==================== block 1
block_1/class_map.png
Scale: 8 px per um. Fill, decap, tap and diode cells in gray.
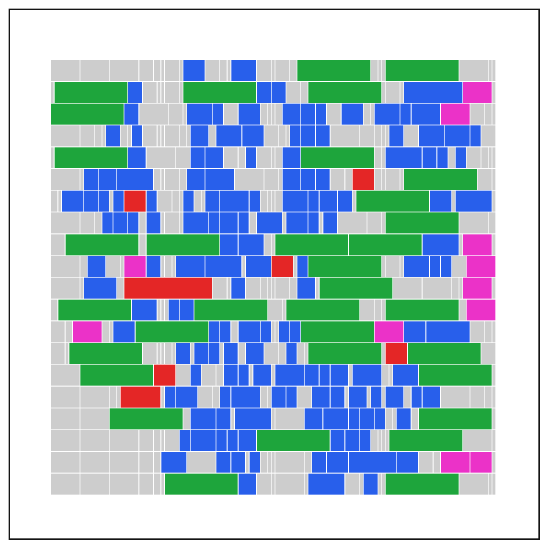
block_1/clock_wires.png
Scale: 8 px per um.
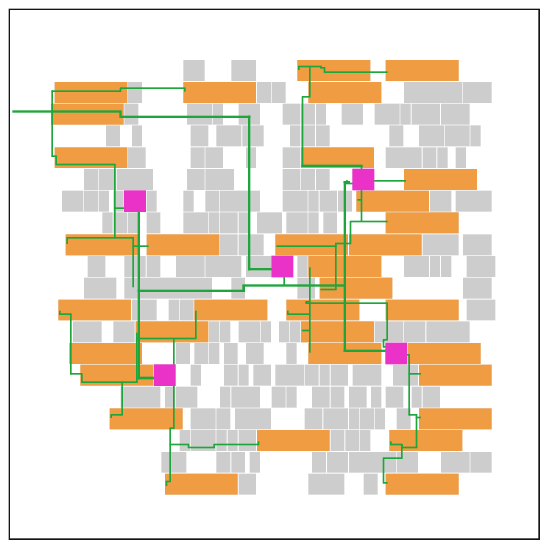
## config.mk

```make
export PLATFORM = sky130hd
export DESIGN_NAME = btn_debounce_counter_flat
export DESIGN_NICKNAME = d
export VERILOG_FILES = /design/src/rtl/btn_debounce_counter_if.sv /design/src/rtl/btn_debounce_counter.sv /design/src/flat_wrapper.sv
export SDC_FILE = /design/constraint.sdc
export NUM_CORES = 1
export LEC_CHECK = 0
export CAP_MARGIN = 20
export CORE_MARGIN = 5
export CORE_UTILIZATION = 59
export DETAILED_ROUTE_END_ITERATION = 10
export GPL_ROUTABILITY_DRIVEN = 0
export PLACE_DENSITY = 0.79
export SYNTH_ARGS = -nofsm -noshare
export SYNTH_HDL_FRONTEND = slang
export SYNTH_SLANG_ARGS = --single-unit
```

## constraint.sdc

```tcl
create_clock -name clk -period 2.5 [get_ports clk]
set_clock_uncertainty 0.15 [all_clocks]
set_input_delay 0.375 -clock clk [delete_from_list [all_inputs] [get_ports clk]]
set_output_delay 0.375 -clock clk [all_outputs]
set_load 0.005 [all_outputs]
```

## src/rtl/btn_debounce_counter_if.sv

```systemverilog
// Button/LED bundle for btn_debounce_counter: raw buttons in, counter value and press pulses out.
// The master side drives the raw buttons and the slave side (the debouncer) drives the results.
interface btn_debounce_counter_if #(
    parameter int unsigned WIDTH = 4
);
    logic             BTN1;
    logic             BTN2;
    logic [WIDTH-1:0] leds;
    logic             btn1_pulse;
    logic             btn2_pulse;

    modport master (
        output BTN1,
        output BTN2,
        input  leds,
        input  btn1_pulse,
        input  btn2_pulse
    );

    modport slave (
        input  BTN1,
        input  BTN2,
        output leds,
        output btn1_pulse,
        output btn2_pulse
    );
endinterface

```

## src/rtl/btn_debounce_counter.sv

```systemverilog
// Two-button synchronizer + debouncer driving a WIDTH-bit up/down LED counter.
// Optional macro COUNTER_SATURATE_EN: the counter saturates at its limits instead of wrapping.
module btn_debounce_counter #(
    parameter int unsigned DEBOUNCE_CYCLES = 1000,
    parameter int unsigned SYNC_STAGES     = 2,
    parameter int unsigned WIDTH           = 4
) (
    input logic                   clk,
    input logic                   rst_n,
    btn_debounce_counter_if.slave bus
);

    localparam int unsigned CW = $clog2(DEBOUNCE_CYCLES + 1);

    localparam logic [CW-1:0] CNT_MAX = CW'(DEBOUNCE_CYCLES);
    localparam logic [CW-1:0] CNT_ONE = CW'(1);

    localparam logic [1:0] StLow      = 2'd0;
    localparam logic [1:0] StRiseWait = 2'd1;
    localparam logic [1:0] StHigh     = 2'd2;
    localparam logic [1:0] StFallWait = 2'd3;

    logic [1:0]       w_raw;
    logic [1:0]       w_pulse_d;
    logic [1:0]       r_pulse;
    logic [WIDTH-1:0] r_leds;
    logic [WIDTH-1:0] w_leds_d;

    assign w_raw = {bus.BTN2, bus.BTN1};

    for (genvar b = 0; b < 2; b++) begin : g_btn
        logic [SYNC_STAGES-1:0] r_sync;
        logic                   w_s;
        logic [1:0]             r_state;
        logic [1:0]             w_state_d;
        logic [CW-1:0]          r_cnt;
        logic [CW-1:0]          w_cnt_d;
        logic [CW-1:0]          w_cnt_inc;

        always_ff @(posedge clk or negedge rst_n) begin
            if (!rst_n) begin
                r_sync <= '0;
            end else begin
                r_sync <= {r_sync[SYNC_STAGES-2:0], w_raw[b]};
            end
        end

        assign w_s       = r_sync[SYNC_STAGES-1];
        assign w_cnt_inc = r_cnt + CNT_ONE;

        // The sample that leaves LOW/HIGH is stable sample #1, so the level is accepted
        // on the DEBOUNCE_CYCLES-th consecutive sample (latency SYNC_STAGES + DEBOUNCE_CYCLES).
        always_comb begin
            w_state_d    = r_state;
            w_cnt_d      = r_cnt;
            w_pulse_d[b] = 1'b0;
            case (r_state)
                StLow: begin
                    if (w_s) begin
                        if (CNT_MAX == CNT_ONE) begin
                            w_state_d    = StHigh;
                            w_cnt_d      = '0;
                            w_pulse_d[b] = 1'b1;
                        end else begin
                            w_state_d = StRiseWait;
                            w_cnt_d   = CNT_ONE;
                        end
                    end
                end
                StRiseWait: begin
                    if (!w_s) begin
                        w_state_d = StLow;
                        w_cnt_d   = '0;
                    end else if (w_cnt_inc == CNT_MAX) begin
                        w_state_d    = StHigh;
                        w_cnt_d      = '0;
                        w_pulse_d[b] = 1'b1;
                    end else begin
                        w_cnt_d = w_cnt_inc;
                    end
                end
                StHigh: begin
                    if (!w_s) begin
                        if (CNT_MAX == CNT_ONE) begin
                            w_state_d = StLow;
                            w_cnt_d   = '0;
                        end else begin
                            w_state_d = StFallWait;
                            w_cnt_d   = CNT_ONE;
                        end
                    end
                end
                StFallWait: begin
                    if (w_s) begin
                        w_state_d = StHigh;
                        w_cnt_d   = '0;
                    end else if (w_cnt_inc == CNT_MAX) begin
                        w_state_d = StLow;
                        w_cnt_d   = '0;
                    end else begin
                        w_cnt_d = w_cnt_inc;
                    end
                end
                default: begin
                    w_state_d = StLow;
                    w_cnt_d   = '0;
                end
            endcase
        end

        always_ff @(posedge clk or negedge rst_n) begin
            if (!rst_n) begin
                r_state <= StLow;
                r_cnt   <= '0;
            end else begin
                r_state <= w_state_d;
                r_cnt   <= w_cnt_d;
            end
        end
    end

    always_ff @(posedge clk or negedge rst_n) begin
        if (!rst_n) begin
            r_pulse <= '0;
        end else begin
            r_pulse <= w_pulse_d;
        end
    end

    // Simultaneous pulses cancel out; the counter acts on the registered pulses.
    always_comb begin
        w_leds_d = r_leds;
        case (r_pulse)
            2'b01: begin
`ifdef COUNTER_SATURATE_EN
                if (r_leds != {WIDTH{1'b1}}) begin
                    w_leds_d = r_leds + 1'b1;
                end
`else
                w_leds_d = r_leds + 1'b1;
`endif
            end
            2'b10: begin
`ifdef COUNTER_SATURATE_EN
                if (r_leds != '0) begin
                    w_leds_d = r_leds - 1'b1;
                end
`else
                w_leds_d = r_leds - 1'b1;
`endif
            end
            default: w_leds_d = r_leds;
        endcase
    end

    always_ff @(posedge clk or negedge rst_n) begin
        if (!rst_n) begin
            r_leds <= '0;
        end else begin
            r_leds <= w_leds_d;
        end
    end

    assign bus.leds       = r_leds;
    assign bus.btn1_pulse = r_pulse[0];
    assign bus.btn2_pulse = r_pulse[1];

endmodule

```

## src/flat_wrapper.sv

```systemverilog
// flat-port wrapper written by rule: the top's interface ports become plain ports
module btn_debounce_counter_flat 
#(
    parameter int unsigned DEBOUNCE_CYCLES = 1000,
    parameter int unsigned SYNC_STAGES     = 2,
    parameter int unsigned WIDTH           = 4
)
  (clk, rst_n, bus_BTN1, bus_BTN2, bus_leds, bus_btn1_pulse, bus_btn2_pulse);
  btn_debounce_counter_if #(.WIDTH(WIDTH)) bus_i ();
  input logic clk;
  input logic rst_n;
  input wire logic [$bits(bus_i.BTN1)-1:0] bus_BTN1;
  input wire logic [$bits(bus_i.BTN2)-1:0] bus_BTN2;
  output wire logic [$bits(bus_i.leds)-1:0] bus_leds;
  output wire logic [$bits(bus_i.btn1_pulse)-1:0] bus_btn1_pulse;
  output wire logic [$bits(bus_i.btn2_pulse)-1:0] bus_btn2_pulse;
  assign bus_i.BTN1 = bus_BTN1;
  assign bus_i.BTN2 = bus_BTN2;
  assign bus_leds = bus_i.leds;
  assign bus_btn1_pulse = bus_i.btn1_pulse;
  assign bus_btn2_pulse = bus_i.btn2_pulse;
  btn_debounce_counter #(.DEBOUNCE_CYCLES(DEBOUNCE_CYCLES), .SYNC_STAGES(SYNC_STAGES), .WIDTH(WIDTH)) u_core (.clk(clk), .rst_n(rst_n), .bus(bus_i));
endmodule
```

==> changes_impl.md <==
## Implementation

- Final #Nets: 219
- Clock power share: 38.1%
- Dominant kind of combinational cell: simple AND/OR/NAND/NOR gates
- Status: finished clean
- Post-synth ARST share: 100%
- Power density over cell area: 515 mW/mm2
- Avg Inst Size Synth: 9.51 um2
- DRT Wirelength: 3670 um
- Final Setup Violations: 0
- Pin count of the biggest net entering global routing: 35
- Synth cell count leaders: 34 x dfrtp_1, 23 x nand2_1, 18 x nand3_1, 17 x nor2_1, 13 x o21ai_0
- Post-DP HPWL: 2620 um
- Global-route wire length before repair: 6660 um
- Yosys stat area: 0.00185 mm2
- Routed len/inst: 14.5 um
- Placement Setup Slack: -98.8 ps
- Initial Util: 61.2%
Notes on block_1/class_map.png above:
class	color	cells	share of their area
clock drivers and dummy loads	red	7	4.0%
remaining buffers and delay cells	magenta	11	5.2%
registers	green	34	42%
remaining logic cells	blue	157	49%

Notes on block_1/clock_wires.png above:
[clock-net drivers] magenta | count: 5
[clock wires] green | length: 401 um
[flip-flops] orange | count: 34
flops lie	all over the die
routed clock nets	6

## registers in the layout, indices dropped and copies added (netlist names), named ones only
register / flops
u_core.bus.leds: 4
u_core.r_pulse: 2
u_core.g_btn.r_state: 2
u_core.g_btn.r_cnt: 20
u_core.g_btn.r_sync: 4
## worst register-to-register path: cells and delay by family, from the launching register on
kind	cells	cell delay [ps]
flops	1	480
compound gates	1	360
fa+ha+maj	1	280
simple gates	4	670
mux	1	300
## final cells by class
class	count	share of cell area [%]
well taps	44	2.65
clock buffers	6	2.47
repair buffers	11	5.05
multi-input cells	151	46.4
inverters	6	1.08
flip-flops and latches	34	40.9
clock inverters	1	1.44

==================== block 2
block_2/ff_map.png
Scale: 4 px per um.
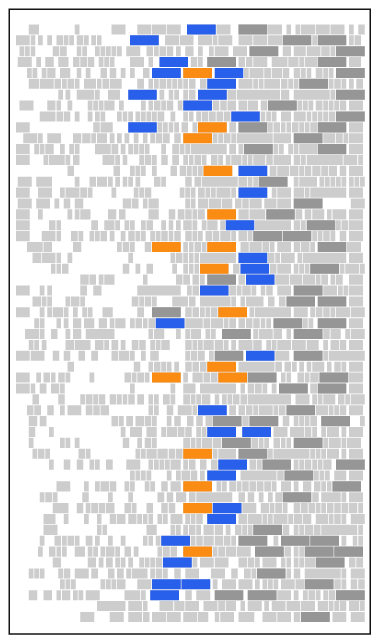
<file path="src/rtl/compress_packer.sv">
// rtl/compress_packer.sv - RV32I to RVC re-encoder with 16/32-bit parcel packer
//
// Purpose: compresses each accepted 32-bit RV32I instruction into a 16-bit RVC
// parcel where a legal encoding exists, and packs the resulting parcels into
// little-endian 32-bit words (out_word[15:0] holds the earlier parcel).
// Branch and jump offsets are copied verbatim, never relocated.
//
// Ports:
//   clk_in, rst_in          clock, synchronous active-high reset
//   in_valid/in_ready       instruction handshake, in_instr is the instruction
//   flush_in                pad a pending halfword with C.NOP and emit it
//   out_valid/out_ready     packed word handshake, out_word is the word
//   stat_in_cnt             instructions accepted (wraps)
//   stat_c_cnt              instructions emitted in compressed form (wraps)
//
// Build option: COMPRESS_BRANCH_EN enables the C.J/C.JAL/C.BEQZ/C.BNEZ rules;
// without it jal/beq/bne always pass through as 32 bits.

module compress_packer #(
  parameter int CNT_W = 32
) (
  input  logic             clk_in,
  input  logic             rst_in,
  input  logic             in_valid,
  output logic             in_ready,
  input  logic [31:0]      in_instr,
  input  logic             flush_in,
  output logic             out_valid,
  input  logic             out_ready,
  output logic [31:0]      out_word,
  output logic [CNT_W-1:0] stat_in_cnt,
  output logic [CNT_W-1:0] stat_c_cnt
);

  localparam logic [6:0] OP_IMM  = 7'b0010011;
  localparam logic [6:0] OP_REG  = 7'b0110011;
  localparam logic [6:0] OP_LUI  = 7'b0110111;
  localparam logic [6:0] OP_JALR = 7'b1100111;
  localparam logic [6:0] OP_LD   = 7'b0000011;
  localparam logic [6:0] OP_ST   = 7'b0100011;

  logic [6:0]  op, f7;
  logic [4:0]  rd, rs1, rs2;
  logic [2:0]  f3;
  logic [11:0] ii, si;
  logic        rdp, rs1p, rs2p, imm6_ok, lui_ok;

  assign op   = in_instr[6:0];
  assign rd   = in_instr[11:7];
  assign f3   = in_instr[14:12];
  assign rs1  = in_instr[19:15];
  assign rs2  = in_instr[24:20];
  assign f7   = in_instr[31:25];
  assign ii   = in_instr[31:20];
  assign si   = {in_instr[31:25], in_instr[11:7]};
  // x8..x15 are the only registers reachable by the 3-bit RVC fields
  assign rdp  = (rd[4:3] == 2'b01);
  assign rs1p = (rs1[4:3] == 2'b01);
  assign rs2p = (rs2[4:3] == 2'b01);
  assign imm6_ok = (ii[11:5] == 7'h00) || (ii[11:5] == 7'h7f);
  assign lui_ok  = (in_instr[31:17] == 15'h0000) || (in_instr[31:17] == 15'h7fff);

  // Register-register ALU ops that have a C.SUB/XOR/OR/AND form
  logic       alu_hit;
  logic [1:0] alu_f2;
  always_comb begin
    alu_hit = 1'b1;
    alu_f2  = 2'b00;
    case ({f7, f3})
      {7'h20, 3'b000}: alu_f2 = 2'b00;
      {7'h00, 3'b100}: alu_f2 = 2'b01;
      {7'h00, 3'b110}: alu_f2 = 2'b10;
      {7'h00, 3'b111}: alu_f2 = 2'b11;
      default:         alu_hit = 1'b0;
    endcase
  end

  logic        br_ok;
  logic [15:0] br_par;
`ifdef COMPRESS_BRANCH_EN
  logic [20:1] ji;
  logic [12:1] bi;
  assign ji = {in_instr[31], in_instr[19:12], in_instr[20], in_instr[30:21]};
  assign bi = {in_instr[31], in_instr[7], in_instr[30:25], in_instr[11:8]};
  always_comb begin
    br_ok  = 1'b0;
    br_par = 16'h0;
    if (op == 7'b1101111 && rd[4:1] == 4'd0 &&
        (ji[20:11] == 10'h000 || ji[20:11] == 10'h3ff)) begin
      br_ok  = 1'b1;
      br_par = {~rd[0], 2'b01, ji[11], ji[4], ji[9:8], ji[10], ji[6], ji[7], ji[3:1], ji[5], 2'b01};
    end else if (op == 7'b1100011 && f3[2:1] == 2'b00 && rs2 == 5'd0 && rs1p &&
                 (bi[12:8] == 5'h00 || bi[12:8] == 5'h1f)) begin
      br_ok  = 1'b1;
      br_par = {2'b11, f3[0], bi[8], bi[4:3], rs1[2:0], bi[7:6], bi[2:1], bi[5], 2'b01};
    end
  end
`else
  assign br_ok  = 1'b0;
  assign br_par = 16'h0;
`endif

  // Compressor: first matching rule wins
  logic        c_ok;
  logic [15:0] c_par;
  always_comb begin
    c_ok  = 1'b1;
    c_par = 16'h0;
    if (in_instr == 32'h0000_0013) begin
      c_par = 16'h0001;
    end else if (op == OP_IMM && f3 == 3'b000 && rs1 == 5'd2 && rdp &&
                 ii[11:10] == 2'b00 && ii[1:0] == 2'b00 && ii != 12'd0) begin
      c_par = {3'b000, ii[5:4], ii[9:6], ii[2], ii[3], rd[2:0], 2'b00};
    end else if (op == OP_IMM && f3 == 3'b000 && rd == 5'd2 && rs1 == 5'd2 &&
                 ii[3:0] == 4'd0 && (ii[11:9] == 3'b000 || ii[11:9] == 3'b111) && ii != 12'd0) begin
      c_par = {3'b011, ii[9], 5'd2, ii[4], ii[6], ii[8:7], ii[5], 2'b01};
    end else if (op == OP_IMM && f3 == 3'b000 && rs1 == 5'd0 && rd != 5'd0 && imm6_ok) begin
      c_par = {3'b010, ii[5], rd, ii[4:0], 2'b01};
    end else if (op == OP_IMM && f3 == 3'b000 && rd == rs1 && rd != 5'd0 && ii != 12'd0 && imm6_ok) begin
      c_par = {3'b000, ii[5], rd, ii[4:0], 2'b01};
    end else if (op == OP_LUI && rd != 5'd0 && rd != 5'd2 && in_instr[31:12] != 20'd0 && lui_ok) begin
      c_par = {3'b011, in_instr[17], rd, in_instr[16:12], 2'b01};
    end else if (op == OP_IMM && f3 == 3'b001 && f7 == 7'h00 && rd == rs1 && rd != 5'd0 && rs2 != 5'd0) begin
      c_par = {3'b000, 1'b0, rd, rs2, 2'b10};
    end else if (op == OP_IMM && f3 == 3'b101 && (f7 == 7'h00 || f7 == 7'h20) &&
                 rd == rs1 && rdp && rs2 != 5'd0) begin
      c_par = {3'b100, 1'b0, 1'b0, f7[5], rd[2:0], rs2, 2'b01};
    end else if (op == OP_IMM && f3 == 3'b111 && rd == rs1 && rdp && imm6_ok) begin
      c_par = {3'b100, ii[5], 2'b10, rd[2:0], ii[4:0], 2'b01};
    end else if (op == OP_REG && alu_hit && rd == rs1 && rdp && rs2p) begin
      c_par = {3'b100, 1'b0, 2'b11, rd[2:0], alu_f2, rs2[2:0], 2'b01};
    end else if (op == OP_REG && f3 == 3'b000 && f7 == 7'h00 && rs1 == 5'd0 && rd != 5'd0 && rs2 != 5'd0) begin
      c_par = {4'b1000, rd, rs2, 2'b10};
    end else if (op == OP_REG && f3 == 3'b000 && f7 == 7'h00 && rd == rs1 && rd != 5'd0 && rs2 != 5'd0) begin
      c_par = {4'b1001, rd, rs2, 2'b10};
    end else if (op == OP_JALR && f3 == 3'b000 && ii == 12'd0 && rd[4:1] == 4'd0 && rs1 != 5'd0) begin
      c_par = {3'b100, rd[0], rs1, 5'd0, 2'b10};
    end else if (op == OP_LD && f3 == 3'b010 && rs1p && rdp && ii[11:7] == 5'd0 && ii[1:0] == 2'b00) begin
      c_par = {3'b010, ii[5:3], rs1[2:0], ii[2], ii[6], rd[2:0], 2'b00};
    end else if (op == OP_ST && f3 == 3'b010 && rs1p && rs2p && si[11:7] == 5'd0 && si[1:0] == 2'b00) begin
      c_par = {3'b110, si[5:3], rs1[2:0], si[2], si[6], rs2[2:0], 2'b00};
    end else if (op == OP_LD && f3 == 3'b010 && rs1 == 5'd2 && rd != 5'd0 &&
                 ii[11:8] == 4'd0 && ii[1:0] == 2'b00) begin
      c_par = {3'b010, ii[5], rd, ii[4:2], ii[7:6], 2'b10};
    end else if (op == OP_ST && f3 == 3'b010 && rs1 == 5'd2 && si[11:8] == 4'd0 && si[1:0] == 2'b00) begin
      c_par = {3'b110, si[5:2], si[7:6], rs2, 2'b10};
    end else if (br_ok) begin
      c_par = br_par;
    end else begin
      c_ok = 1'b0;
    end
  end

  // Packer
  logic        hold_v;
  logic [15:0] hold;
  logic        accept, emit_v, nxt_hold_v;
  logic [31:0] emit_w;
  logic [15:0] nxt_hold;

  // Ready is forced during reset so upstream never sees a stall across it
  assign in_ready = rst_in | ~out_valid | out_ready;
  assign accept   = in_valid & in_ready;

  always_comb begin
    emit_v     = 1'b0;
    emit_w     = 32'h0;
    nxt_hold   = hold;
    nxt_hold_v = hold_v;
    if (accept) begin
      if (!hold_v) begin
        if (c_ok) begin
          nxt_hold   = c_par;
          nxt_hold_v = 1'b1;
        end else begin
          emit_v = 1'b1;
          emit_w = in_instr;
        end
      end else if (c_ok) begin
        emit_v     = 1'b1;
        emit_w     = {c_par, hold};
        nxt_hold_v = 1'b0;
      end else begin
        // 32-bit instruction straddles: low half completes this word
        emit_v   = 1'b1;
        emit_w   = {in_instr[15:0], hold};
        nxt_hold = in_instr[31:16];
      end
    end else if (flush_in && !in_valid && in_ready && hold_v) begin
      emit_v     = 1'b1;
      emit_w     = {16'h0001, hold};
      nxt_hold_v = 1'b0;
    end
  end

  always_ff @(posedge clk_in) begin
    if (rst_in) begin
      hold_v      <= 1'b0;
      hold        <= 16'h0;
      out_valid   <= 1'b0;
      out_word    <= 32'h0;
      stat_in_cnt <= '0;
      stat_c_cnt  <= '0;
    end else begin
      hold_v <= nxt_hold_v;
      hold   <= nxt_hold;
      if (emit_v) begin
        out_valid <= 1'b1;
        out_word  <= emit_w;
      end else if (out_ready) begin
        out_valid <= 1'b0;
      end
      if (accept) begin
        stat_in_cnt <= stat_in_cnt + CNT_W'(1);
        if (c_ok) stat_c_cnt <= stat_c_cnt + CNT_W'(1);
      end
    end
  end

endmodule

</file>
<file path="config.mk">
export PLATFORM = sky130hd
export DESIGN_NAME = compress_packer
export DESIGN_NICKNAME = d
export VERILOG_FILES = /design/src/rtl/compress_packer.sv
export SDC_FILE = /design/constraint.sdc
export NUM_CORES = 1
export LEC_CHECK = 0
export ABC_AREA = 1
export CAP_MARGIN = 0
export CORE_ASPECT_RATIO = 1.75
export CORE_UTILIZATION = 57
export DETAILED_ROUTE_END_ITERATION = 7
export MAX_ROUTING_LAYER = met4
export PLACE_DENSITY = 0.9
export REMOVE_ABC_BUFFERS = 1
export SYNTH_ARGS = -nofsm -noshare
export SYNTH_HDL_FRONTEND = slang
export SYNTH_SLANG_ARGS = --single-unit
</file>
<file path="constraint.sdc">
create_clock -name clk_in -period 7.15 [get_ports clk_in]
set_input_delay 2.145 -clock clk_in [delete_from_list [all_inputs] [get_ports clk_in]]
set_output_delay 2.145 -clock clk_in [all_outputs]
set_load 0.01 [all_outputs]
</file>
==> changes_impl.md <==
## Implementation

- Status: finished with violations
- Failing checks: DRC
- Post-synth ARST share: 0%
- Most numerous logic cell after layout: nand2_1
- Reg-to-Reg End: stat_in_cnt[30]
- Worst vdd ir: 173 uV
- Starting DRT DRC Count: 1475
- XOR/XNOR Fraction of Synth Area: 2.61%
- Min-delay src: out_word[19]
- R2R depth: 13
- Global-route wire length before repair: 55900 um
- Final Max Slew Viols: 0
- Adder Share, Synth: 0.487%
- Site Rows: 55
- Unrepaired setup endpoints after global routing: false
- Crit-path max FO: 32
- Area leader share: 29.6%
- Power density over cell area: 183 mW/mm2
- Hold buffer count at CTS: 0
- Initial antenna violation count: 0
- Biggest area consumer among synthesized cells: dfxtp_1
- Met2 wire len: 17100 um
- CP bufs+invs: 5
- CP Capture Type: flop
- Max Cap Viol: 0
- Synth Flop Type: dfxtp_1
- Cell Area, Synth: 0.00771 mm2
- CTS Buffer Depth: 2
- Synth Seq Share: 29.6%
- Yosys cell count: 1239
- Routed len/inst: 23.7 um
- Port Buffers: 134
- Ports: 135
- Compound Share, Synth: 17.5%
- Count of tool warnings: 26
- Syn-to-layout area delta: 26.9%
- Count of non-filler cells in the finished layout: 1543
- DRT Wirelength: 36600 um
- Drt drc: 2
- Hold WS: 470 ps
- CTS root buffer: clkbuf_16
- Top Metal Used: met4
- Placed cell areas: 0.00914 mm2
About block_2/ff_map.png:
signal	color	placed flops
`hold`	orange	16
`out_word`	blue	32
final core utilization: 74.8%
Seq group: 0.660 mW

-- area by class of cell --
type                       instances  area, um2  area share [%]
clock buffer                      19        443            4.53
clock inverter                    13        185            1.89
inverter                         148        561            5.73
multi-input combinational        934       4680            47.9
sequential                       114       2280            23.3
tap                              171        214            2.19
timing repair buffer             144       1410            14.4
-- where the power goes --
group | switching (mW) | internal (mW) | total, mW
Clock | 0.339 | 0.592 | 0.931
Combinational | 0.126 | 0.0693 | 0.195
Sequential | 0.0106 | 0.649 | 0.660

==================== block 3
$ cat config.mk
export PLATFORM = sky130hd
export DESIGN_NAME = psk_symbol_mapper
export DESIGN_NICKNAME = d
export VERILOG_FILES = /design/src/rtl/psk_symbol_mapper.sv
export SDC_FILE = /design/constraint.sdc
export NUM_CORES = 1
export LEC_CHECK = 0
export CELL_PAD_IN_SITES_DETAIL_PLACEMENT = 1
export CELL_PAD_IN_SITES_GLOBAL_PLACEMENT = 1
export CORE_UTILIZATION = 39
export CTS_CLUSTER_DIAMETER = 120
export DETAILED_ROUTE_END_ITERATION = 8
export PLACE_DENSITY_LB_ADDON = 0.1
export SETUP_SLACK_MARGIN = 0.1
export SLEW_MARGIN = 20
export SYNTH_ARGS = -nofsm -noshare
export SYNTH_HDL_FRONTEND = slang
export SYNTH_SLANG_ARGS = --single-unit
export TNS_END_PERCENT = 100
$ cat constraint.sdc
create_clock -name clk -period 3.87 [get_ports clk]
set_input_delay 0.387 -clock clk [delete_from_list [all_inputs] [get_ports clk]]
set_output_delay 0.387 -clock clk [all_outputs]
set_load 0.01 [all_outputs]
$ cat src/rtl/psk_symbol_mapper.sv
// psk_symbol_mapper: serialises bytes into Gray-coded BPSK/QPSK/8PSK phase indices at counter boundaries
module psk_symbol_mapper (
  input  logic        clk,
  input  logic        rst_n,
  input  logic        ctr_en,
  input  logic [15:0] ctr_in,
  input  logic [1:0]  mod_sel,
  input  logic [7:0]  s_data,
  input  logic        s_valid,
  output logic        s_ready,
  output logic [2:0]  sym_phase,
  output logic        sym_valid,
  output logic        sym_strobe,
  output logic        underrun
);
  logic [15:0] buffer, base, nxt_buf;
  logic [4:0]  fill, rem, nxt_fill;
  logic [1:0]  k;
  logic [2:0]  g, ph;
  logic        boundary, pop, push;
  assign s_ready = rst_n && (fill <= 5'd8);
  always_comb begin
    k = mod_sel == 2'd1 ? 2'd2 : mod_sel == 2'd2 ? 2'd3 : 2'd1;
    boundary = ctr_en && (ctr_in == 16'h0000);
    pop = boundary && (fill >= {3'b000, k});
    push = s_valid && s_ready;
    base = pop ? buffer << k : buffer;
    rem = pop ? fill - {3'b000, k} : fill;
    nxt_buf = push ? base | ({s_data, 8'h00} >> rem) : base;
    nxt_fill = push ? rem + 5'd8 : rem;
    g = buffer[15:13];
    // Gray-to-binary on the leading bits, scaled to 45-degree units
    ph = mod_sel == 2'd1 ? {g[2], g[2] ^ g[1], 1'b0} :
         mod_sel == 2'd2 ? {g[2], g[2] ^ g[1], g[2] ^ g[1] ^ g[0]} :
                           {g[2], 2'b00};
  end
  always_ff @(posedge clk) begin
    if (!rst_n) begin
      buffer <= '0;
      fill <= '0;
      sym_phase <= '0;
      sym_valid <= 1'b0;
      sym_strobe <= 1'b0;
      underrun <= 1'b0;
    end else begin
      buffer <= nxt_buf;
      fill <= nxt_fill;
      sym_strobe <= pop;
      underrun <= boundary && !pop;
      if (boundary) begin
        sym_phase <= pop ? ph : 3'd0;
        sym_valid <= pop;
      end
    end
  end
endmodule

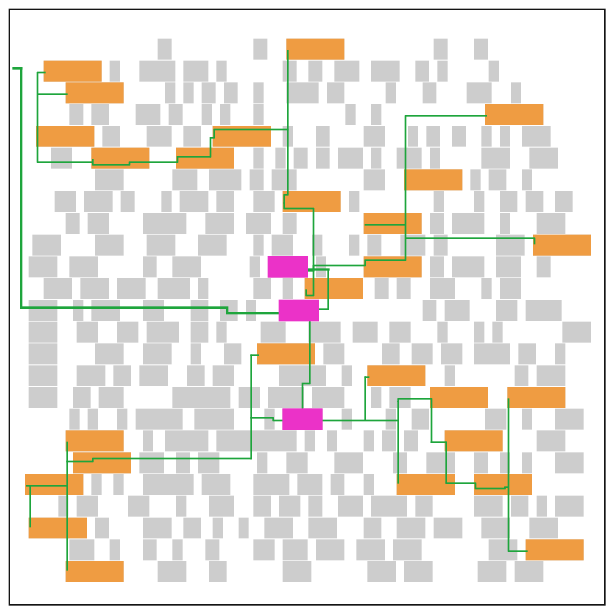
block_3/clock_wires.png
Scale: 8 px per um.
[flip-flops] orange | count: 27
[clock-net drivers] magenta | count: 3
[clock wires] green | length: 392 um
flops lie	all over the die

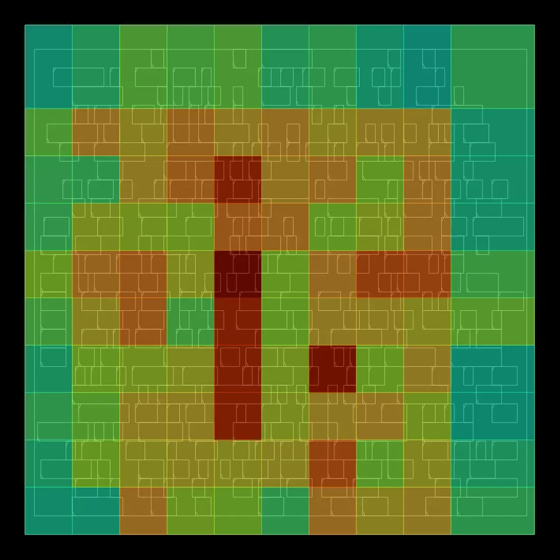
block_3/congestion_map.png
routed len/inst: 18.0 um
GRT Util Overall: 25.8%
final core utilization: 52.8%
met1 usage: 35.9%
met3 usage: 2.98%

==> changes_impl.md <==
## Implementation

- CTS tree: built
- Clock period minus worst slack: 3400 ps
- Count of non-filler cells in the finished layout: 364
- Max Cap Viol: 0
- Number of flops mapped to enable cells by yosys: 0
- Pin count of the biggest net entering global routing: 23
- Reg-to-Reg End: buffer[9]
- Synth cell count leaders: 35 x nor2_1, 27 x dfxtp_1, 27 x nand2_1, 19 x mux2i_1, 14 x a21oi_1
- Unrepaired setup endpoints after global routing: false
- CP bufs+invs: 2
- Hold endpoint: sym_phase[0]
- Chip area: 0.00552 mm2
- Post-DP HPWL: 5150 um
- Mux frac, synth: 14.1%
- Clock latency (worst-skew pair): 280 ps
- Status: finished clean
- Min-delay worst type: flop to flop
- Cell mode on critical path: mux2i_1
- CTS buffer count: 3
- Worst slew pin tran: 618 ps
- Vias in the first global route: 2111
- Top Layout Cells: 36 x clkdlybuf4s50_1, 35 x nor2_1, 27 x nand2_1, 27 x dfxtp_1, 19 x mux2i_1
- CTS sink cnt: 27
- Share of cells above drive strength 1: 13.1%
- Adder Share, Synth: 3.01%
- Final WS setup: 473 ps
- Mapped Nets: 289
- R2R Setup Slk: 920 ps
- Placed cell areas: 0.00253 mm2
- CTS root buffer: clkbuf_8
- GR Util met2: 42.3%
- H-tree depth: 1
- Placed Instances: 360
- Clk_skew: 5.12 ps
- Most numerous logic cell after layout: clkdlybuf4s50_1
-- cell type report --
type	count	area (um2)	area share [%]
Clock buffer	4	45.0	1.75
Inverter	9	33.8	1.31
Multi-Input combinational cell	205	1390	54.1
Sequential cell	27	541	21.0
Tap cell	67	83.8	3.25
Timing Repair Buffer	52	480	18.6
-- sequential cells by signal, summed over array words and instances (netlist names) --
signal      cells
buffer         16
fill            5
sym_phase       3
sym_strobe      1
sym_valid       1
underrun        1
-- report_power, final --
part | internal (mW) | switching [mW]
clock | 0.0739 | 0.0939
combinational | 0.0729 | 0.0811
sequential | 0.288 | 0.0108

==================== block 4
block_4/clock_wires.png
Scale: 4 px per um.
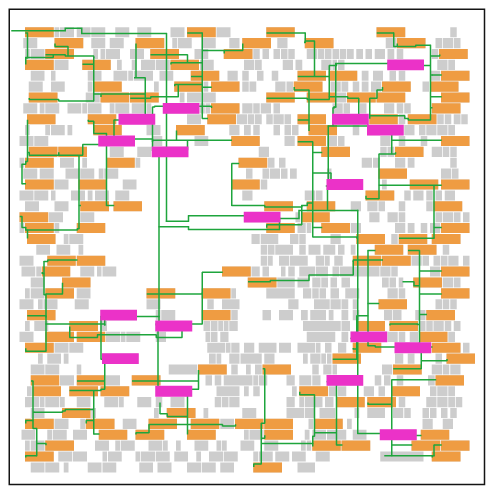
block_4/floorplan.png
Scale: 3 px per um. Pins as bars on the die edge.
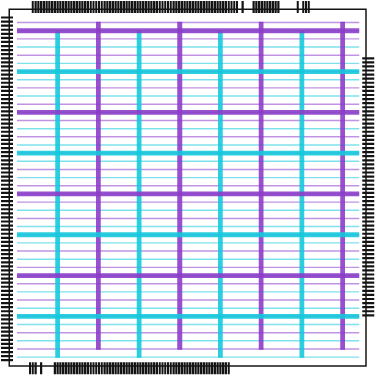
## src/rtl/mem_arb_pkg.sv

```systemverilog
// Shared constants for the two-port memory bus arbiter: FSM encoding, port
// indices, counter widths and the port-selection rule.
package mem_arb_pkg;

   localparam logic [1:0] ARB_IDLE  = 2'd0;
   localparam logic [1:0] ARB_ISSUE = 2'd1;
   localparam logic [1:0] ARB_WAIT  = 2'd2;
   localparam logic [1:0] ARB_DONE  = 2'd3;

   localparam logic ARB_PORT_CPU = 1'b0;
   localparam logic ARB_PORT_AUX = 1'b1;

   localparam int WD_CNT_W     = 8;
   localparam int STARVE_CNT_W = 4;

   // The CPU port has fixed priority unless the aux port has lost too often.
   function automatic logic arb_pick_aux(input logic cpu_req, input logic aux_req,
                                         input logic starved);
      return aux_req && (!cpu_req || starved);
   endfunction

endpackage

```

## src/rtl/arb_starve_counter.sv

```systemverilog
// Saturating count of arbitrations lost by the aux port, with a flag that
// marks when the aux port is owed the next grant.
module arb_starve_counter
   import mem_arb_pkg::*;
#(
   parameter int LIMIT = 4
) (
   input  logic                    clk,
   input  logic                    rst,
   input  logic                    inc,
   input  logic                    clr,
   output logic [STARVE_CNT_W-1:0] cnt,
   output logic                    at_limit
);

   localparam logic [STARVE_CNT_W-1:0] LIMIT_CNT = STARVE_CNT_W'(LIMIT);

   always_ff @(posedge clk) begin
      if (!rst) begin
         cnt <= '0;
      end else if (clr) begin
         cnt <= '0;
      end else if (inc && (cnt != LIMIT_CNT)) begin
         cnt <= cnt + STARVE_CNT_W'(1);
      end
   end

   assign at_limit = (cnt == LIMIT_CNT);

endmodule

```

## src/rtl/mem_bus_arbiter.sv

```systemverilog
// Serialises CPU (port 0) and aux (port 1) accesses onto one memory controller
// port, with starvation relief for port 1 and a watchdog on hung accesses.
module mem_bus_arbiter
   import mem_arb_pkg::*;
#(
   parameter int ADDR_WIDTH   = 32,
   parameter int DATA_WIDTH   = 32,
   parameter int STARVE_LIMIT = 4,
   parameter int TIMEOUT      = 255
) (
   input  logic                    clk,
   input  logic                    rst,
   input  logic                    m0_req,
   input  logic [ADDR_WIDTH-1:0]   m0_addr,
   input  logic [DATA_WIDTH-1:0]   m0_wdata,
   input  logic                    m0_is_write,
   output logic                    m0_ack,
   output logic [DATA_WIDTH-1:0]   m0_rdata,
   output logic                    m0_err,
   input  logic                    m1_req,
   input  logic [ADDR_WIDTH-1:0]   m1_addr,
   input  logic [DATA_WIDTH-1:0]   m1_wdata,
   input  logic                    m1_is_write,
   output logic                    m1_ack,
   output logic [DATA_WIDTH-1:0]   m1_rdata,
   output logic                    m1_err,
   output logic                    dev_mem_req,
   output logic [ADDR_WIDTH-1:0]   dev_mem_addr,
   output logic [DATA_WIDTH-1:0]   dev_mem_data_out,
   output logic                    dev_mem_is_write,
   input  logic [DATA_WIDTH-1:0]   dev_mem_data_in,
   input  logic                    dev_mem_busy,
   output logic [1:0]              arb_state,
   output logic [STARVE_CNT_W-1:0] starve_cnt
);

   // Master handshake: req rises with addr/wdata/is_write valid and stays high
   // (inputs stable) until the one-cycle ack; rdata/err are valid with ack.
   // Dropping req early never cancels an access that has already been granted.

   localparam logic [WD_CNT_W-1:0] TIMEOUT_CNT = WD_CNT_W'(TIMEOUT);

   logic [1:0]          state;
   logic                winner;
   logic                err_q;
   logic [WD_CNT_W-1:0] wd_cnt;
   logic [WD_CNT_W-1:0] wd_next;
   logic                arb_fire;
   logic                pick_aux;
   logic                starve_inc;
   logic                starve_clr;
   logic                starved;

   assign arb_fire   = (state == ARB_IDLE) && (m0_req || m1_req) && !dev_mem_busy;
   assign pick_aux   = arb_pick_aux(m0_req, m1_req, starved);
   assign starve_inc = arb_fire && m1_req && !pick_aux;
   assign starve_clr = arb_fire && pick_aux;
   assign wd_next    = wd_cnt + WD_CNT_W'(1);

   arb_starve_counter #(
      .LIMIT (STARVE_LIMIT)
   ) u_starve (
      .clk      (clk),
      .rst      (rst),
      .inc      (starve_inc),
      .clr      (starve_clr),
      .cnt      (starve_cnt),
      .at_limit (starved)
   );

   always_ff @(posedge clk) begin
      if (!rst) begin
         state            <= ARB_IDLE;
         winner           <= ARB_PORT_CPU;
         err_q            <= 1'b0;
         wd_cnt           <= '0;
         dev_mem_addr     <= '0;
         dev_mem_data_out <= '0;
         dev_mem_is_write <= 1'b0;
         m0_rdata         <= '0;
         m1_rdata         <= '0;
      end else begin
         case (state)
            ARB_IDLE: begin
               if (arb_fire) begin
                  winner           <= pick_aux ? ARB_PORT_AUX : ARB_PORT_CPU;
                  dev_mem_addr     <= pick_aux ? m1_addr : m0_addr;
                  dev_mem_data_out <= pick_aux ? m1_wdata : m0_wdata;
                  dev_mem_is_write <= pick_aux ? m1_is_write : m0_is_write;
                  state            <= ARB_ISSUE;
               end
            end
            ARB_ISSUE: begin
               wd_cnt <= '0;
               state  <= ARB_WAIT;
            end
            ARB_WAIT: begin
               // The incremented count is what both exit conditions look at,
               // so the first WAIT cycle already counts as one.
               wd_cnt <= wd_next;
               if (!dev_mem_busy && (wd_next >= WD_CNT_W'(1))) begin
                  err_q <= 1'b0;
                  if (!dev_mem_is_write) begin
                     if (winner == ARB_PORT_AUX) m1_rdata <= dev_mem_data_in;
                     else                        m0_rdata <= dev_mem_data_in;
                  end
                  state <= ARB_DONE;
               end else if (wd_next == TIMEOUT_CNT) begin
                  err_q <= 1'b1;
                  state <= ARB_DONE;
               end
            end
            ARB_DONE: begin
               state <= ARB_IDLE;
            end
            default: begin
               state <= ARB_IDLE;
            end
         endcase
      end
   end

   assign dev_mem_req = (state == ARB_ISSUE);
   assign m0_ack      = (state == ARB_DONE) && (winner == ARB_PORT_CPU);
   assign m1_ack      = (state == ARB_DONE) && (winner == ARB_PORT_AUX);
   assign m0_err      = m0_ack && err_q;
   assign m1_err      = m1_ack && err_q;
   assign arb_state   = state;

endmodule

```

## config.mk

```make
export PLATFORM = sky130hd
export DESIGN_NAME = mem_bus_arbiter
export DESIGN_NICKNAME = d
export VERILOG_FILES = /design/src/rtl/mem_arb_pkg.sv /design/src/rtl/arb_starve_counter.sv /design/src/rtl/mem_bus_arbiter.sv
export SDC_FILE = /design/constraint.sdc
export NUM_CORES = 1
export LEC_CHECK = 0
export CORE_MARGIN = 2
export CORE_UTILIZATION = 51
export CTS_CLUSTER_SIZE = 10
export DETAILED_ROUTE_END_ITERATION = 16
export DONT_BUFFER_PORTS = 1
export PLACE_DENSITY = 0.66
export SLEW_MARGIN = 20
export SYNTH_ARGS = -nofsm -noshare
export SYNTH_HDL_FRONTEND = slang
export SYNTH_HIERARCHICAL = 1
export SYNTH_SLANG_ARGS = --single-unit
```

## constraint.sdc

```tcl
create_clock -name clk -period 2.7 [get_ports clk]
set_input_delay 0.54 -clock clk [delete_from_list [all_inputs] [get_ports clk]]
set_output_delay 0.54 -clock clk [all_outputs]
set_load 0.005 [all_outputs]
```

==> changes_impl.md <==
## Implementation

- Status: finished clean
- Clock latency (worst-skew pair): 410 ps
- Sequential cell area share: 39.8%
- Biggest area cells: dfxtp_1 43%, mux2i_1 9.9%, o211a_1 9.7%, nand3_1 5.3%, o21ai_0 5.3%
- CP Capture Type: flop
- Crit-path slowest cell: dfxtp_1
- Routability cong.: 0.797
- Setup crit end: dev_mem_addr[6]
- Synth Flop Type: dfxtp_1
- Initial Util: 52.5%
- Met1 usage: 26.2%
- GR Util met2: 43.0%
- Number of flops mapped to enable cells by yosys: 0
- Ports: 307
- Hold buffer count at CTS: 0
- Site Rows: 41
- Signal buf overhead: 1.92%
- Share of cells above drive strength 1: 7.19%
- Hold WS: 276 ps
- Logic Gate Count: 498
- Mapped Nets: 898
- Ratio of final minimum period to clock period: 83.5%
- Port Buffers: 0
- Reg2Reg Launch Point: u_starve/cnt[0]
- CTS root buffer: clkbuf_16
- Power density over cell area: 788 mW/mm2
Notes on block_4/clock_wires.png above:
[clock-net drivers] magenta | count: 17
[clock wires] green | length: 1730 um
[flip-flops] orange | count: 145
routed clock nets	18

Notes on block_4/floorplan.png above:
net	color
VDD	purple
VSS	cyan
rows	41
signal pins	307
met4 straps	8
met1 rails	42
met5 straps	8
Die W: 118 um
core area: 0.0127 mm2
worst vdd ir: 404 uV

where the power goes:
part	total [mW]	switching, mW	internal (mW)	leakage, nW
logic	0.930	0.514	0.416	1.98
clock network	2.13	0.837	1.29	0.255
registers	2.69	0.260	2.43	1.18
total	5.75	1.61	4.14	3.42
logic make-up after synthesis:
| group | share of synthesized area (%) |
|---|---|
| AOI/OAI and AO/OA | 25.5 |
| xor gates and xnor gates | 0.393 |
| adders and majority gates | 1.87 |
| buffers and inverters | 5.25 |
| DFF | 43.5 |
| muxes | 9.89 |
| and+or+nand+nor | 13.7 |

==================== block 5
block_5/ff_map.png
Scale: 6 px per um.
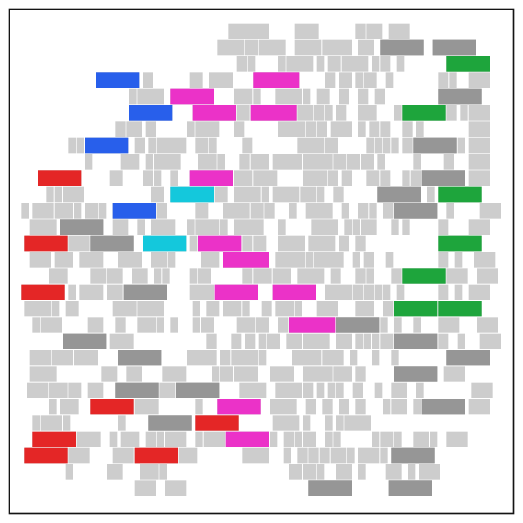
block_5/clock_wires.png
Scale: 6 px per um.
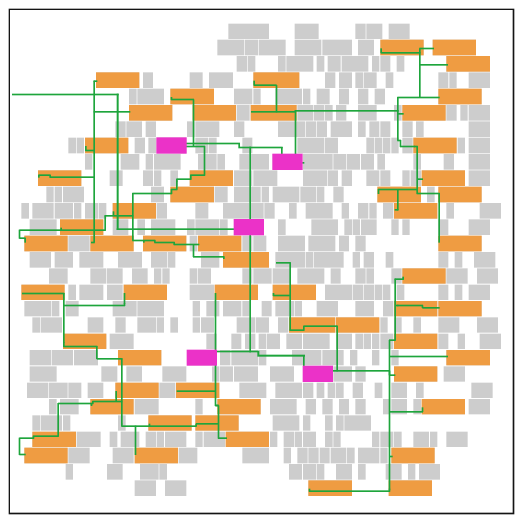
`config.mk`:
```
export PLATFORM = sky130hd
export DESIGN_NAME = bcd_display_driver
export DESIGN_NICKNAME = d
export VERILOG_FILES = /design/src/rtl/bcd_display_driver_pkg.sv /design/src/rtl/bcd_display_driver_seg7_decoder.sv /design/src/rtl/bcd_display_driver.sv
export SDC_FILE = /design/constraint.sdc
export NUM_CORES = 1
export LEC_CHECK = 0
export ABC_CLOCK_PERIOD_IN_PS = 2200
export CORE_MARGIN = 1.5
export CORE_UTILIZATION = 49
export DETAILED_ROUTE_END_ITERATION = 6
export GPL_ROUTABILITY_DRIVEN = 0
export GPL_TIMING_DRIVEN = 0
export HOLD_SLACK_MARGIN = 0.03
export PLACE_DENSITY = 0.73
export SETUP_SLACK_MARGIN = 0.1
export SLEW_MARGIN = 25
export SYNTH_ARGS = -nofsm -noshare
export SYNTH_HDL_FRONTEND = slang
export SYNTH_HIERARCHICAL = 1
export SYNTH_SLANG_ARGS = --single-unit
```
`constraint.sdc`:
```
create_clock -name clk -period 2.2 [get_ports clk]
set_clock_uncertainty 0.15 [all_clocks]
set_input_delay 0.44 -clock clk [delete_from_list [all_inputs] [get_ports clk]]
set_output_delay 0.44 -clock clk [all_outputs]
set_load 0.005 [all_outputs]
```
`src/rtl/bcd_display_driver_pkg.sv`:
```
// Shared types and constants for the serial binary-to-BCD three-digit display driver.
// Holds the FSM encoding, the active-low segment patterns and the add-3 digit correction.
package bcd_display_driver_pkg;

   localparam int BCD_DIGITS = 3;
   localparam int BCD_W      = BCD_DIGITS * 4;

   typedef enum logic [1:0] {
      ST_IDLE   = 2'd0,
      ST_SHIFT  = 2'd1,
      ST_COMMIT = 2'd2
   } state_t;

   // Segment order is a..g on bits [0:6]; a cleared bit lights the segment.
   localparam logic [0:6] SEG_0     = 7'b0000001;
   localparam logic [0:6] SEG_1     = 7'b1001111;
   localparam logic [0:6] SEG_2     = 7'b0010010;
   localparam logic [0:6] SEG_3     = 7'b0000110;
   localparam logic [0:6] SEG_4     = 7'b1001100;
   localparam logic [0:6] SEG_5     = 7'b0100100;
   localparam logic [0:6] SEG_6     = 7'b0100000;
   localparam logic [0:6] SEG_7     = 7'b0001111;
   localparam logic [0:6] SEG_8     = 7'b0000000;
   localparam logic [0:6] SEG_9     = 7'b0000100;
   localparam logic [0:6] SEG_BLANK = 7'b1111111;

   // Double-dabble correction: any nibble of 5 or more gets +3 before the next shift.
   function automatic logic [BCD_W-1:0] bcd_adjust(input logic [BCD_W-1:0] bcd);
      logic [BCD_W-1:0] res;
      res = bcd;
      for (int i = 0; i < BCD_DIGITS; i++) begin
         if (res[i*4 +: 4] >= 4'd5) begin
            res[i*4 +: 4] = res[i*4 +: 4] + 4'd3;
         end else begin
            res[i*4 +: 4] = res[i*4 +: 4];
         end
      end
      return res;
   endfunction

endpackage

```
`src/rtl/bcd_display_driver_seg7_decoder.sv`:
```
// Combinational BCD nibble to active-low 7-segment pattern, with a forced-blank input.
// Non-decimal nibbles also show blank.
module seg7_decoder
   import bcd_display_driver_pkg::*;
(
   input  logic [3:0] digit,
   input  logic       blank,
   output logic [0:6] seg
);

   // Pattern lookup; blank overrides the digit
   always_comb begin
      seg = SEG_BLANK;
      if (blank) begin
         seg = SEG_BLANK;
      end else begin
         case (digit)
            4'd0:    seg = SEG_0;
            4'd1:    seg = SEG_1;
            4'd2:    seg = SEG_2;
            4'd3:    seg = SEG_3;
            4'd4:    seg = SEG_4;
            4'd5:    seg = SEG_5;
            4'd6:    seg = SEG_6;
            4'd7:    seg = SEG_7;
            4'd8:    seg = SEG_8;
            4'd9:    seg = SEG_9;
            default: seg = SEG_BLANK;
         endcase
      end
   end

endmodule

```
`src/rtl/bcd_display_driver.sv`:
```
// Serial shift-and-add-3 binary-to-BCD converter driving three 7-segment digits.
// Displays update only on the commit cycle, so intermediate scratch values never show.
module bcd_display_driver
   import bcd_display_driver_pkg::*;
#(
   parameter int WIDTH       = 8,
   parameter int AUTO        = 1,
   parameter int BLANK_ZEROS = 1
) (
   input  logic             clk,
   input  logic             rst,
   input  logic [WIDTH-1:0] value_in,
   input  logic             start,
   output logic             busy,
   output logic             done,
   output logic [0:6]       display_unidad,
   output logic [0:6]       display_decena,
   output logic [0:6]       display_centena
);

   localparam int CNT_W = $clog2(WIDTH + 1);
   localparam logic [0:6] SEG_LEAD_RST = (BLANK_ZEROS != 0) ? SEG_BLANK : SEG_0;

   state_t             state_r;
   logic [WIDTH-1:0]   shift_r;
   logic [WIDTH-1:0]   last_r;
   logic [BCD_W-1:0]   scratch_r;
   logic [CNT_W-1:0]   cnt_r;
   logic [BCD_W-1:0]   adj_s;
   logic               trigger_s;
   logic               blank_h_s;
   logic               blank_t_s;
   logic [0:6]         seg_u_s;
   logic [0:6]         seg_t_s;
   logic [0:6]         seg_h_s;

   // Conversion request: explicit start, or a changed input when auto mode is on
   always_comb begin
      trigger_s = 1'b0;
      if (start) begin
         trigger_s = 1'b1;
      end else if ((AUTO != 0) && (value_in != last_r)) begin
         trigger_s = 1'b1;
      end else begin
         trigger_s = 1'b0;
      end
   end

   // Scratch correction ahead of the shift, and leading-zero blanking of the result
   always_comb begin
      adj_s     = bcd_adjust(scratch_r);
      blank_h_s = (BLANK_ZEROS != 0) && (scratch_r[11:8] == 4'd0);
      blank_t_s = blank_h_s && (scratch_r[7:4] == 4'd0);
   end

   seg7_decoder u_dec_unidad (
      .digit (scratch_r[3:0]),
      .blank (1'b0),
      .seg   (seg_u_s)
   );

   seg7_decoder u_dec_decena (
      .digit (scratch_r[7:4]),
      .blank (blank_t_s),
      .seg   (seg_t_s)
   );

   seg7_decoder u_dec_centena (
      .digit (scratch_r[11:8]),
      .blank (blank_h_s),
      .seg   (seg_h_s)
   );

   // Conversion FSM with registered status and display outputs
   always_ff @(posedge clk) begin
      if (!rst) begin
         state_r         <= ST_IDLE;
         shift_r         <= {WIDTH{1'b0}};
         last_r          <= {WIDTH{1'b0}};
         scratch_r       <= {BCD_W{1'b0}};
         cnt_r           <= {CNT_W{1'b0}};
         busy            <= 1'b0;
         done            <= 1'b0;
         display_unidad  <= SEG_0;
         display_decena  <= SEG_LEAD_RST;
         display_centena <= SEG_LEAD_RST;
      end else begin
         done <= 1'b0;
         case (state_r)
            ST_IDLE: begin
               if (trigger_s) begin
                  shift_r   <= value_in;
                  last_r    <= value_in;
                  scratch_r <= {BCD_W{1'b0}};
                  cnt_r     <= CNT_W'(WIDTH);
                  busy      <= 1'b1;
                  state_r   <= ST_SHIFT;
               end
            end
            ST_SHIFT: begin
               scratch_r <= {adj_s[BCD_W-2:0], shift_r[WIDTH-1]};
               shift_r   <= shift_r << 1;
               cnt_r     <= cnt_r - CNT_W'(1);
               // busy drops as the last bit shifts in, so it spans exactly WIDTH cycles
               if (cnt_r == CNT_W'(1)) begin
                  busy    <= 1'b0;
                  state_r <= ST_COMMIT;
               end
            end
            ST_COMMIT: begin
               display_unidad  <= seg_u_s;
               display_decena  <= seg_t_s;
               display_centena <= seg_h_s;
               done            <= 1'b1;
               busy            <= 1'b0;
               state_r         <= ST_IDLE;
            end
            default: begin
               busy    <= 1'b0;
               state_r <= ST_IDLE;
            end
         endcase
      end
   end

endmodule

```
==> changes_impl.md <==
## Implementation

- Status: finished clean
- Hold buffer count at CTS: 0
- #FFs+latches synth: 56
- Reg-to-Reg End: display_decena[6]
- Initial antenna violation count: 0
- Antenna-violating nets left: 0
- Vias: 2687
- Leak: 1.49 nW
- Post-DP HPWL: 5040 um
- Count of non-filler cells in the finished layout: 508
- Final Setup Violations: 0
- Fin. Hold Viols: 0
- CP bufs+invs: 2
- Hold endpoint: last_r[4]
- Hold WS: 302 ps
- Final WS setup: 128 ps
- Setup CP Type: input port to flop
- Die W: 83.8 um
- Routed len/inst: 13.4 um
- Number of flops mapped to enable cells by yosys: 0
- Port Buffers: 32
- Placed Instances: 498
- Total power: 1.97 mW
- Min-delay worst type: input port to flop
- Pint: 1.47 mW
- Site Rows: 29
- Core area: 0.00631 mm2
- Syn-to-layout area delta: 18.5%
- Vias in the first global route: 2658
- Placed cell areas: 0.00364 mm2
- Setup crit end: shift_r[2]
- Fillers: 590
- Area leader share: 35.1%
- Yosys stat area: 0.00320 mm2
- Distinct cells, synth: 43
- Share of cells above drive strength 1: 9.74%
- Yosys cell count: 383
- Mux frac, synth: 3.56%
- Ratio of final minimum period to clock period: 94.2%
- Avg Inst Size Synth: 8.35 um2
## Picture notes: block_5/ff_map.png
signal	color	placed flops
`last_r`	red	8
`state_r`	cyan	2
`cnt_r`	blue	4
`scratch_r`	magenta	12
`display_decena`	green	7
not colored	23
final core utilization: 60.0%
sequential cell area share: 29.7%
Seq group: 1.09 mW

## Picture notes: block_5/clock_wires.png
[clock-net drivers] magenta | count: 5
[flip-flops] orange | count: 56
[clock wires] green | length: 652 um
flops lie	all over the die

==> area by class of cell <==
type,count,area (um2),area share (%)
sequential,56,1130,29.7
tap,77,96.3,2.54
clock buffer,7,96.3,2.54
multi-input combinational,294,1940,51.1
buffer,21,118,3.10
timing repair buffer,35,350,9.24
inverter,18,67.6,1.78
==> metal layers <==
layer  track usage [%]  vias up  wire [um]
li1                  -     1407          -
met1              24.4     1209       3110
met2              35.6       64       3300
met3              3.56        7        304
met4              5.66        0         70
met5                 0        -          0
==> tightest hold or removal path: stages <==
cell and delay, ps:
dlymetal6s2s_1 150, nand2_1 70, mux2i_1 60


==> layout pictures side by side <==
Register map, names as in the netlist.
panel A
Scale: 4 px per um.
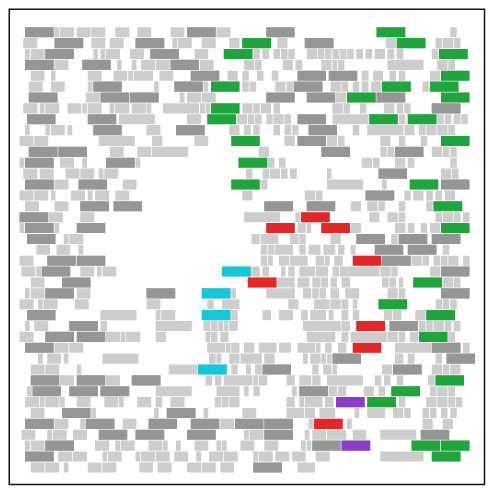
panel B
Scale: 6 px per um.
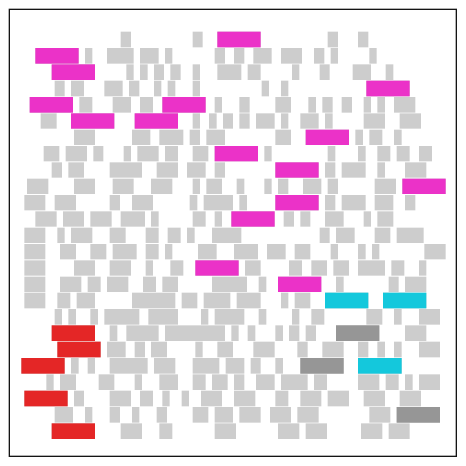
panel C
Scale: 8 px per um.
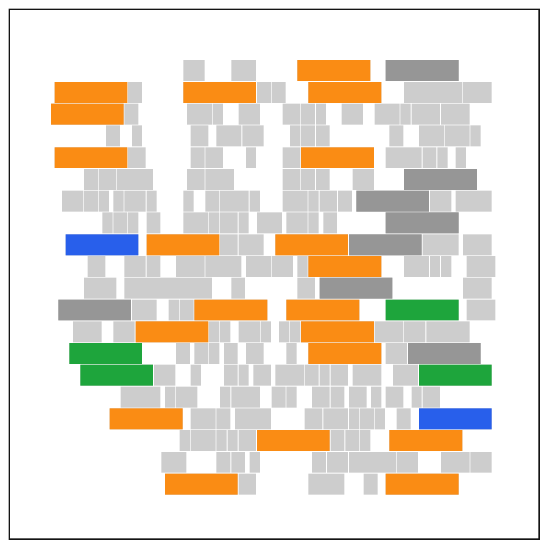
block 3: panel B
block 1: panel C
block 4: panel A
The one with the largest die is panel A.
The one with the most sequential cells is panel A.

Power and IR drop assume default switching activity.
